==================== design 1
## config.mk

```make
export PLATFORM = sky130hd
export DESIGN_NAME = linebuf_ctrl
export DESIGN_NICKNAME = d
export VERILOG_FILES = /design/src/rtl/linebuf_ctrl.sv
export SDC_FILE = /design/constraint.sdc
export NUM_CORES = 1
export LEC_CHECK = 0
export CAP_MARGIN = 20
export CORE_ASPECT_RATIO = 1.2
export CORE_MARGIN = 1.5
export CORE_UTILIZATION = 45
export DETAILED_ROUTE_END_ITERATION = 10
export PLACE_DENSITY = 0.73
export SETUP_SLACK_MARGIN = 0.15
export SLEW_MARGIN = 10
export SYNTH_ARGS = -nofsm -noshare
export SYNTH_HDL_FRONTEND = slang
export SYNTH_SLANG_ARGS = --single-unit
```

## constraint.sdc

```tcl
create_clock -name i_pclk -period 1.9 [get_ports i_pclk]
set_clock_uncertainty 0.05 [all_clocks]
set_input_delay 0.57 -clock i_pclk [delete_from_list [all_inputs] [get_ports i_pclk]]
set_output_delay 0.57 -clock i_pclk [all_outputs]
set_load 0.005 [all_outputs]
```

## src/rtl/linebuf_ctrl.sv

```systemverilog
// Line-buffer sequencer for the demosaic window: counts x/y from video sync,
// drives RAM write/read strobes and addresses, rotates the write bank per line.
module linebuf_ctrl #(
    parameter int AW      = 11,
    parameter int IN_PCNT = 2,
    parameter int NLINE   = 4,
    parameter int PRIME   = 2,
    localparam int PW     = $clog2(IN_PCNT),
    localparam int WAW    = AW - PW,
    localparam int RW     = $clog2(NLINE)
) (
    input  logic             i_pclk,
    input  logic             i_arstn,
    input  logic             i_vsync,
    input  logic             i_hsync,
    input  logic             i_de,
    input  logic             i_valid,
    output logic             o_wr_en,
    output logic [NLINE-1:0] o_wr_bank,
    output logic [WAW-1:0]   o_wr_addr,
    output logic             o_rd_en,
    output logic [WAW-1:0]   o_rd_addr,
    output logic [RW-1:0]    o_rot,
    output logic             o_out_valid,
    output logic [AW-1:0]    o_x,
    output logic [AW-1:0]    o_y,
    output logic [AW-1:0]    o_line_len,
    output logic             o_ovf,
    output logic             o_len_err,
    output logic [1:0]       o_state,
    output logic             o_dbg_hsync
);

    localparam int FW = $clog2(NLINE + 1);
    localparam logic [WAW-1:0] WMAX  = '1;
    localparam logic [AW-1:0]  XSTEP = AW'(IN_PCNT);

    typedef enum logic [1:0] {
        ST_IDLE  = 2'd0,
        ST_PRIME = 2'd1,
        ST_RUN   = 2'd2
    } state_t;

    state_t         state;
    logic           vsync_q;
    logic           de_q;
    logic [1:0]     hsync_pipe;
    logic [AW-1:0]  x;
    logic [AW-1:0]  y;
    logic [FW-1:0]  fill;
    logic [FW-1:0]  fill_nxt;
    logic           ovf_line;
    logic           top_written;
    logic           had_beat;
    logic           s1_valid;
    logic [AW-1:0]  s1_x;
    logic [AW-1:0]  s1_y;
    logic           vs_rise;
    logic           line_end;
    logic           beat;

    // i_valid is a pure beat qualifier: there is no ready, so every beat
    // accepted while i_de is high and the line has not overflowed is consumed.
    assign vs_rise  = i_vsync & ~vsync_q;
    assign line_end = ~i_de & de_q;
    assign beat     = i_de & i_valid & (state != ST_IDLE) & ~ovf_line;
    assign fill_nxt = (fill == FW'(NLINE)) ? fill : fill + FW'(1);

    assign o_rd_en     = o_wr_en;
    assign o_rd_addr   = o_wr_addr;
    assign o_state     = state;
    assign o_dbg_hsync = hsync_pipe[1];

    always_ff @(posedge i_pclk) begin
        if (!i_arstn) begin
            state       <= ST_IDLE;
            vsync_q     <= 1'b0;
            de_q        <= 1'b0;
            hsync_pipe  <= '0;
            x           <= '0;
            y           <= '0;
            fill        <= '0;
            ovf_line    <= 1'b0;
            top_written <= 1'b0;
            had_beat    <= 1'b0;
            s1_valid    <= 1'b0;
            s1_x        <= '0;
            s1_y        <= '0;
            o_wr_en     <= 1'b0;
            o_wr_bank   <= NLINE'(1);
            o_wr_addr   <= '0;
            o_rot       <= '0;
            o_out_valid <= 1'b0;
            o_x         <= '0;
            o_y         <= '0;
            o_line_len  <= '0;
            o_ovf       <= 1'b0;
            o_len_err   <= 1'b0;
        end else begin
            vsync_q     <= i_vsync;
            de_q        <= i_de;
            hsync_pipe  <= {hsync_pipe[0], i_hsync};
            o_wr_en     <= 1'b0;
            s1_valid    <= 1'b0;
            // Second stage lines up with RAM read data.
            o_out_valid <= s1_valid;
            o_x         <= s1_x;
            o_y         <= s1_y;

            // vsync rise wins over a coincident line end: that line is discarded.
            if (vs_rise) begin
                state       <= ST_PRIME;
                x           <= '0;
                y           <= '0;
                fill        <= '0;
                ovf_line    <= 1'b0;
                top_written <= 1'b0;
                had_beat    <= 1'b0;
                o_wr_bank   <= NLINE'(1);
                o_rot       <= '0;
                o_line_len  <= '0;
                o_ovf       <= 1'b0;
                o_len_err   <= 1'b0;
            end else if (beat) begin
                if (top_written) begin
                    ovf_line <= 1'b1;
                    o_ovf    <= 1'b1;
                end else begin
                    o_wr_en   <= 1'b1;
                    o_wr_addr <= x[AW-1:PW];
                    x         <= x + XSTEP;
                    had_beat  <= 1'b1;
                    if (x[AW-1:PW] == WMAX)
                        top_written <= 1'b1;
                    s1_valid  <= (state == ST_RUN);
                    s1_x      <= x;
                    s1_y      <= y - AW'(PRIME);
                end
            end else if (line_end) begin
                if (had_beat) begin
                    if (o_line_len != '0 && o_line_len != x)
                        o_len_err <= 1'b1;
                    o_line_len <= x;
                    o_wr_bank  <= {o_wr_bank[NLINE-2:0], o_wr_bank[NLINE-1]};
                    o_rot      <= o_rot + RW'(1);
                    fill       <= fill_nxt;
                    if (y != '1)
                        y <= y + AW'(1);
                    if (state == ST_PRIME && fill_nxt >= FW'(PRIME))
                        state <= ST_RUN;
                end
                x           <= '0;
                ovf_line    <= 1'b0;
                top_written <= 1'b0;
                had_beat    <= 1'b0;
            end
        end
    end

endmodule

```

==================== design 2
<file path="config.mk">
export PLATFORM = sky130hd
export DESIGN_NAME = servo_pwm
export DESIGN_NICKNAME = d
export VERILOG_FILES = /design/src/rtl/servo_pwm.sv
export SDC_FILE = /design/constraint.sdc
export NUM_CORES = 1
export LEC_CHECK = 0
export ABC_AREA = 1
export CAP_MARGIN = 10
export CORE_AREA = 2 2 161 84
export DETAILED_ROUTE_END_ITERATION = 12
export DIE_AREA = 0 0 163 86
export PLACE_DENSITY_LB_ADDON = 0.3
export REMOVE_ABC_BUFFERS = 1
export SYNTH_ARGS = -nofsm -noshare
export SYNTH_HDL_FRONTEND = slang
export SYNTH_SLANG_ARGS = --single-unit
</file>
<file path="constraint.sdc">
create_clock -name clk -period 2.51 [get_ports clk]
set_input_delay 0.502 -clock clk [delete_from_list [all_inputs] [get_ports clk]]
set_output_delay 0.502 -clock clk [all_outputs]
set_load 0.01 [all_outputs]
</file>
<file path="src/rtl/servo_pwm.sv">
// servo_pwm: 50 Hz hobby-servo pulse generator with angle-step and frame debug clocks
module servo_pwm #(
  parameter int FRAME_CYCLES = 2_000_000,
  parameter int MIN_CYCLES   = 100_000,
  parameter int STEP_CYCLES  = 556,
  parameter int MAX_ANGLE    = 180
) (
  input  logic       clk,
  input  logic       rst_n,
  input  logic [7:0] dutty,
  output logic       CLKOUT,
  output logic       CLKOUT2,
  output logic       PWM
);
  localparam int MAX_WIDTH = MIN_CYCLES + MAX_ANGLE * STEP_CYCLES;
  localparam int CW = $clog2(FRAME_CYCLES) > 21 ? $clog2(FRAME_CYCLES) : 21;
  localparam int WW = $clog2(MAX_WIDTH + 1) > 18 ? $clog2(MAX_WIDTH + 1) : 18;
  localparam int HALF_STEP = STEP_CYCLES / 2;
  localparam int SW = $clog2(HALF_STEP) > 1 ? $clog2(HALF_STEP) : 1;
  localparam logic [CW-1:0] FRAME_LAST = CW'(FRAME_CYCLES - 1);
  localparam logic [CW-1:0] FRAME_HALF = CW'(FRAME_CYCLES / 2);
  localparam logic [SW-1:0] STEP_LAST  = SW'(HALF_STEP - 1);
  localparam logic [7:0]    ANGLE_MAX  = 8'(MAX_ANGLE);

  logic [CW-1:0] frame_q, frame_d;
  logic [SW-1:0] step_q, step_d;
  logic [WW-1:0] width_q, width_d, new_width;
  logic [7:0]    angle;
  logic          frame_start;
  logic          pwm_q, pwm_d;
  logic          clkout_q, clkout_d;
  logic          clkout2_q, clkout2_d;

  // Frame position 0 is the frame start: the angle is latched there so mid-frame changes cannot glitch the pulse
  always_comb begin
    frame_start = frame_q == '0;
    angle       = dutty > ANGLE_MAX ? ANGLE_MAX : dutty;
    new_width   = WW'(MIN_CYCLES + int'(angle) * STEP_CYCLES);
    frame_d     = frame_q == FRAME_LAST ? '0 : frame_q + CW'(1);
    width_d     = frame_start ? new_width : width_q;
    pwm_d       = frame_start ? 1'b1 : frame_q < CW'(width_q);
    clkout2_d   = frame_q < FRAME_HALF;
    step_d      = step_q == STEP_LAST ? '0 : step_q + SW'(1);
    clkout_d    = step_q == STEP_LAST ? ~clkout_q : clkout_q;
  end

  // All state and outputs are registered; reset forces a fresh frame on the first edge after release
  always_ff @(posedge clk or negedge rst_n) begin
    if (!rst_n) begin
      frame_q   <= '0;
      step_q    <= '0;
      width_q   <= WW'(MIN_CYCLES);
      pwm_q     <= 1'b0;
      clkout_q  <= 1'b0;
      clkout2_q <= 1'b0;
    end else begin
      frame_q   <= frame_d;
      step_q    <= step_d;
      width_q   <= width_d;
      pwm_q     <= pwm_d;
      clkout_q  <= clkout_d;
      clkout2_q <= clkout2_d;
    end
  end

  assign PWM     = pwm_q;
  assign CLKOUT  = clkout_q;
  assign CLKOUT2 = clkout2_q;
endmodule

</file>

==> screenshots <==
Clock network drawn from the DEF.
(a)
Bar = 50 microns.
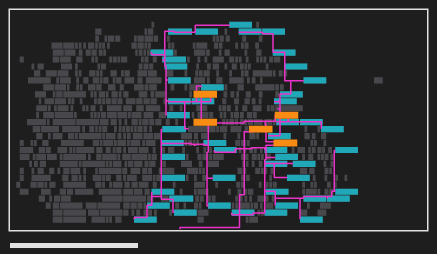
(b)
Bar = 20 microns.
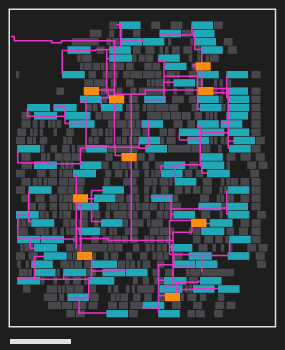
- largest die: (a)
- most sequential cells: (b)
- design 2 = (a)
- design 1 = (b)

design_2/flops_by_reg.png
Bar = 50 microns.
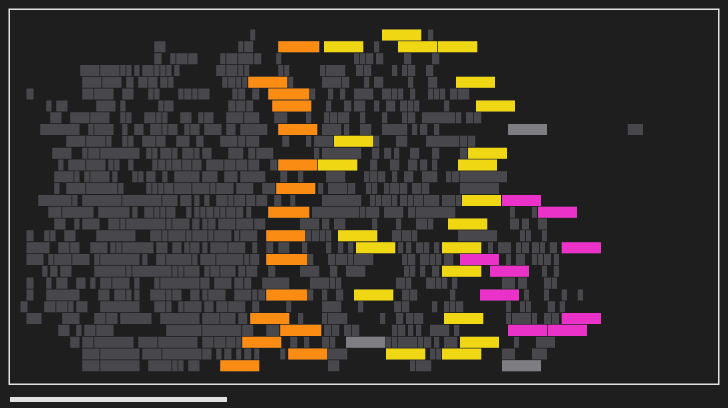
legend:
  step_q:
    color: magenta
    flops: 9
  frame_q:
    color: yellow
    flops: 21
  width_q:
    color: orange
    flops: 16
not colored: 3

==> results.txt, design 2 <==
Implementation summary

The worst path setup slack after routing is -1.28 ns. From the final report, the count of setup violators was given as 12. The deepest level of the CTS H-tree is 2. Looking at the setup timing report, the critical path kind is input pin to flop. The placer congestion estimate is 0.868.

The final reports fail on setup timing. The layout report lists the clock-cell share of area as 3.24%. Setup repair after global routing could not meet its margin everywhere. Using the TritonRoute via totals, the vias-per-cell ratio works out to between 4 and 5. For this run, the post-layout net count is 743. The number of buffers on the longest clock path is 2. The actual transition at the worst max-transition pin is 0.599 ns.

Summed over all failing endpoints, the final setup total negative slack is -13.33 ns. The wire length per cell is between 10 and 15 microns. According to the cell report, flip-flops and latches in the layout number 49.

The family with the most delay on the worst path is simple AND/OR/NAND/NOR gates. Counting the fill cells in the layout gives 1,197. In this run switching power makes up 37.4% of total power. After detailed routing, no signal wire sits above met4.

The relative max-transition margin is between 60% and 70%. In the floorplan report the effective utilization is 34.5%. The met2 track utilization from global routing is 28.3%. The path depth of the worst reg2reg path is 9. The data arrival at the endpoint of the critical path is roughly 4.0 ns. Pin placement for this block handled 13 I/O pins.

405 cells are multi-input combinational gates. The number of DRC markers in iteration 0 is 102. For this run, the detailed router's first-pass iteration total came to 4. The cell area after technology mapping is 4320 sq um. The via count of the first global-routing pass is ~3,800. The flow ran to the end, but the final reports show violations. Post-CTS repair ended up resizing 137 cells. The logic area is 3090 sq um. The share of synthesized registers carrying an async set or reset is 100%. The die is about 160 microns wide.

The vias after detailed routing is 3,859. The ratio of cells with drive above 1 in the final layout is 32.6%. The synthesized design contains 0 enable-type register cells.
## design 2: logic make-up after synthesis
| kind of cell | synth area share [%] |
|---|---|
| compound gates | 8.17 |
| xor+xnor | 1.42 |
| flops | 28.6 |
| other cells | 0.0868 |
| simple gates | 29.5 |
| buf+inv | 13.1 |
| fa+ha+maj | 19.2 |
## design 2: sequential cells by signal (all words and copies together), names as in the netlist
name     count
CLKOUT2      1
CLKOUT       1
step_q       9
width_q     16
frame_q     21
PWM          1
## design 2: cells in the final DEF (no fill, tap or decap), types with 16 or more instances in the layout
master   count
a21oi_1     20
buf_4       48
buf_6       18
dfrtp_1     43
ha_1        37
ha_4        17
inv_1      110
inv_2       21
nand2_1     89
nand2_2     32
nand3_1     30
nor2_1      32
nor3_1      16
o21ai_0     19
## design 2: worst register-to-register path, delay by kind of cell (launching register included)
kind	cells	cell delay, ns
and+or+nand+nor	5	1.00
AOI/OAI and AO/OA	1	0.08
buffers and inverters	2	0.37
DFF	1	0.41
adders and majority gates	1	0.17
## design 2: power by group through the flow
stage               clock, uW  combinational [uW]  sequential (uW)
floorplan                   0                1050              965
global placement            0                1530              971
detailed placement          0                1570              974
CTS                       872                2170              959
global route              916                2730              976
finish                    850                2450              958
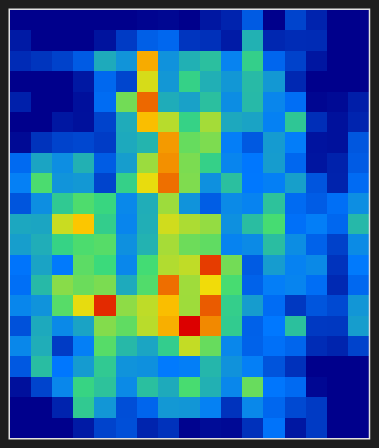
design_1/metal_density.png
17 x 21 tiles, from dark blue (low) to red (high), scaled to the fullest tile. Values are wire area over tile area, all layers added.
fullest tile: 0.55
densest ninth of the die: center
mean over tiles: 0.16
tiles over half the peak: 18%
nearly empty tiles: 13%
emptiest ninth of the die: upper left

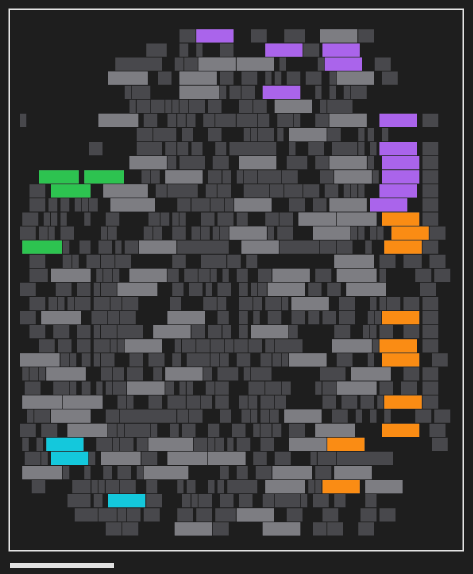
design_1/flops_by_reg.png
Bar = 20 microns.
legend:
  fill:
    color: cyan
    flops: 3
  o_wr_bank:
    color: green
    flops: 4
  o_y:
    color: purple
    flops: 11
    where: upper right
  o_x:
    color: orange
    flops: 10

==> results.txt, design 1 <==
Implementation summary

The run finished with clean final reports. The number of nets in the finished design is between 500 and 600. The layout has 740 filler cells. The initial standard-cell utilization of the core is 46.9%. The worst min-delay path category is flop to flop. Among all stages on the critical path, the maximum delay recorded is 0.32 ns.

The HPWL reported at the end of detailed placement is approximately 6.3 mm. The full die area is 9120 sq um. The highest metal layer carrying signal wires in the routed design is met4. The final route contains 3,464 vias. The final total power is ~3700 uW. The most frequent standard cell in the layout excluding fill and tap cells is buf_4.

Ranked by power, first place goes to registers. The detail route stage leaves a number of antenna-violating nets equal to 0. Compared with the post-synthesis result, the final layout area differs by 39.7%. The tree is rooted in a clkbuf_8. After clock tree synthesis, the clock-pin slew on the worst setup and hold paths is 0.09 ns. The family with the most delay on the worst path is simple AND/OR/NAND/NOR gates.

Setup repair after global routing could not meet its margin everywhere. The combinational cell power is 188 uW. Overall routing resource usage recorded by global route was 21.5%.

The cell area after placement is 4890 sq um. According to the timing report, the data required time at the worst endpoint equals about 2.1 ns. The power report attributes to the clock group a share of roughly 39%.

The cell area after technology mapping is 3850 sq um. The global route stage reports its total congestion overflow as 0. The power of the clock network is 1460 uW. The shortest period the worst path allows is 1.78 ns.

The type of element launching the critical path is an input pin.
-- design 1: area by class of cell --
class / count / area, sq um / area share, %
inverters: 27 / 106 / 1.98
clock inverters: 6 / 90.1 / 1.68
flip-flops and latches: 96 / 1970 / 36.7
multi-input cells: 275 / 1730 / 32.2
clock buffers: 10 / 128 / 2.37
well taps: 114 / 143 / 2.65
repair buffers: 147 / 1210 / 22.4
-- design 1: state kept, by name, summed over array words and instances (netlist names) --
name,cells
had_beat,1
fill,3
o_out_valid,1
o_rd_en,1
hsync_pipe,2
y,11
o_rd_addr,10
o_y,11
ovf_line,1
o_state,2
top_written,1
s1_valid,1
o_line_len,10
o_len_err,1
vsync_q,1
s1_y,11
o_ovf,1
x,10
de_q,1
o_rot,2
o_wr_bank,4
o_x,10
-- design 1: cells by family after synthesis --
family / after synthesis / synth area share (%)
other cells: 1 / 0.0975
mux: 3 / 0.910
flops: 96 / 50.0
simple gates: 161 / 20.9
fa+ha+maj: 6 / 1.95
xor+xnor: 21 / 4.78
compound gates: 81 / 13.4
buf+inv: 67 / 7.97


==> screenshots <==
Sizing map.
image #1
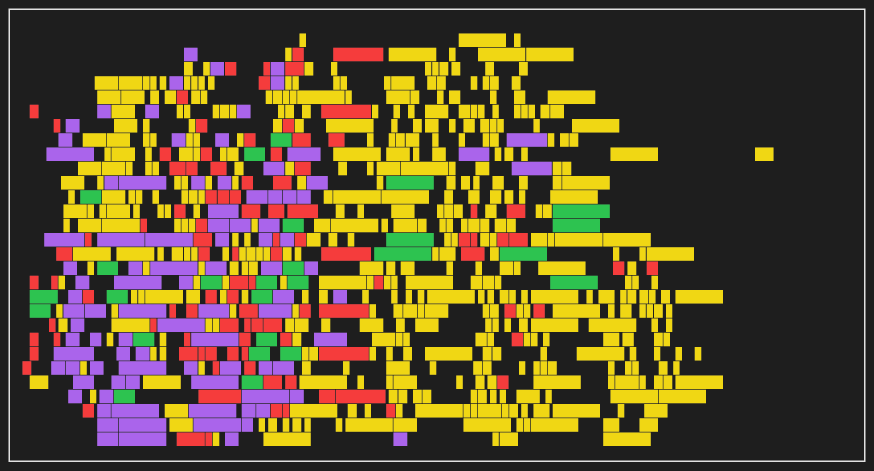
image #2
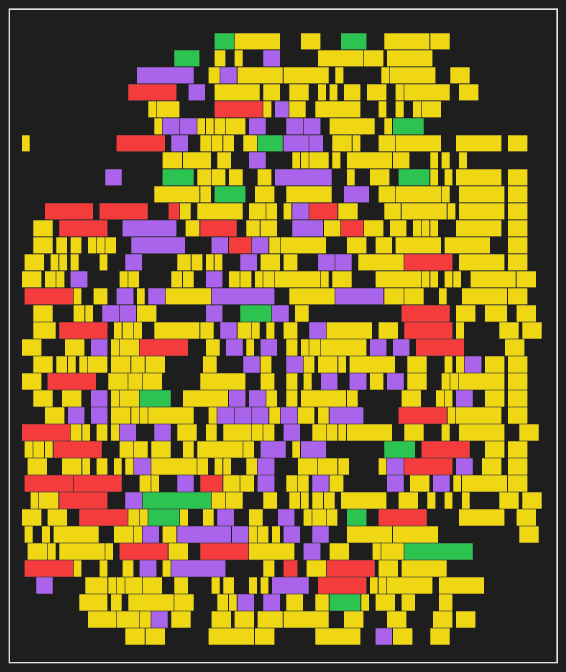
The one with the most cells is image #1.
image #1 -> design 2
image #2 -> design 1

Key to image #1:
legend:
  _6 and larger:
    color: green
    cells: 26
    share: 3.9%
  _3 and _4 cells:
    color: purple
    cells: 93
    share: 14%
  _0 and _1 cells:
    color: yellow
    cells: 453
    share: 67%
  _2 cells:
    color: red
    cells: 100
    share: 15%

No activity file was given, so power comes from the tool's default toggle rates.
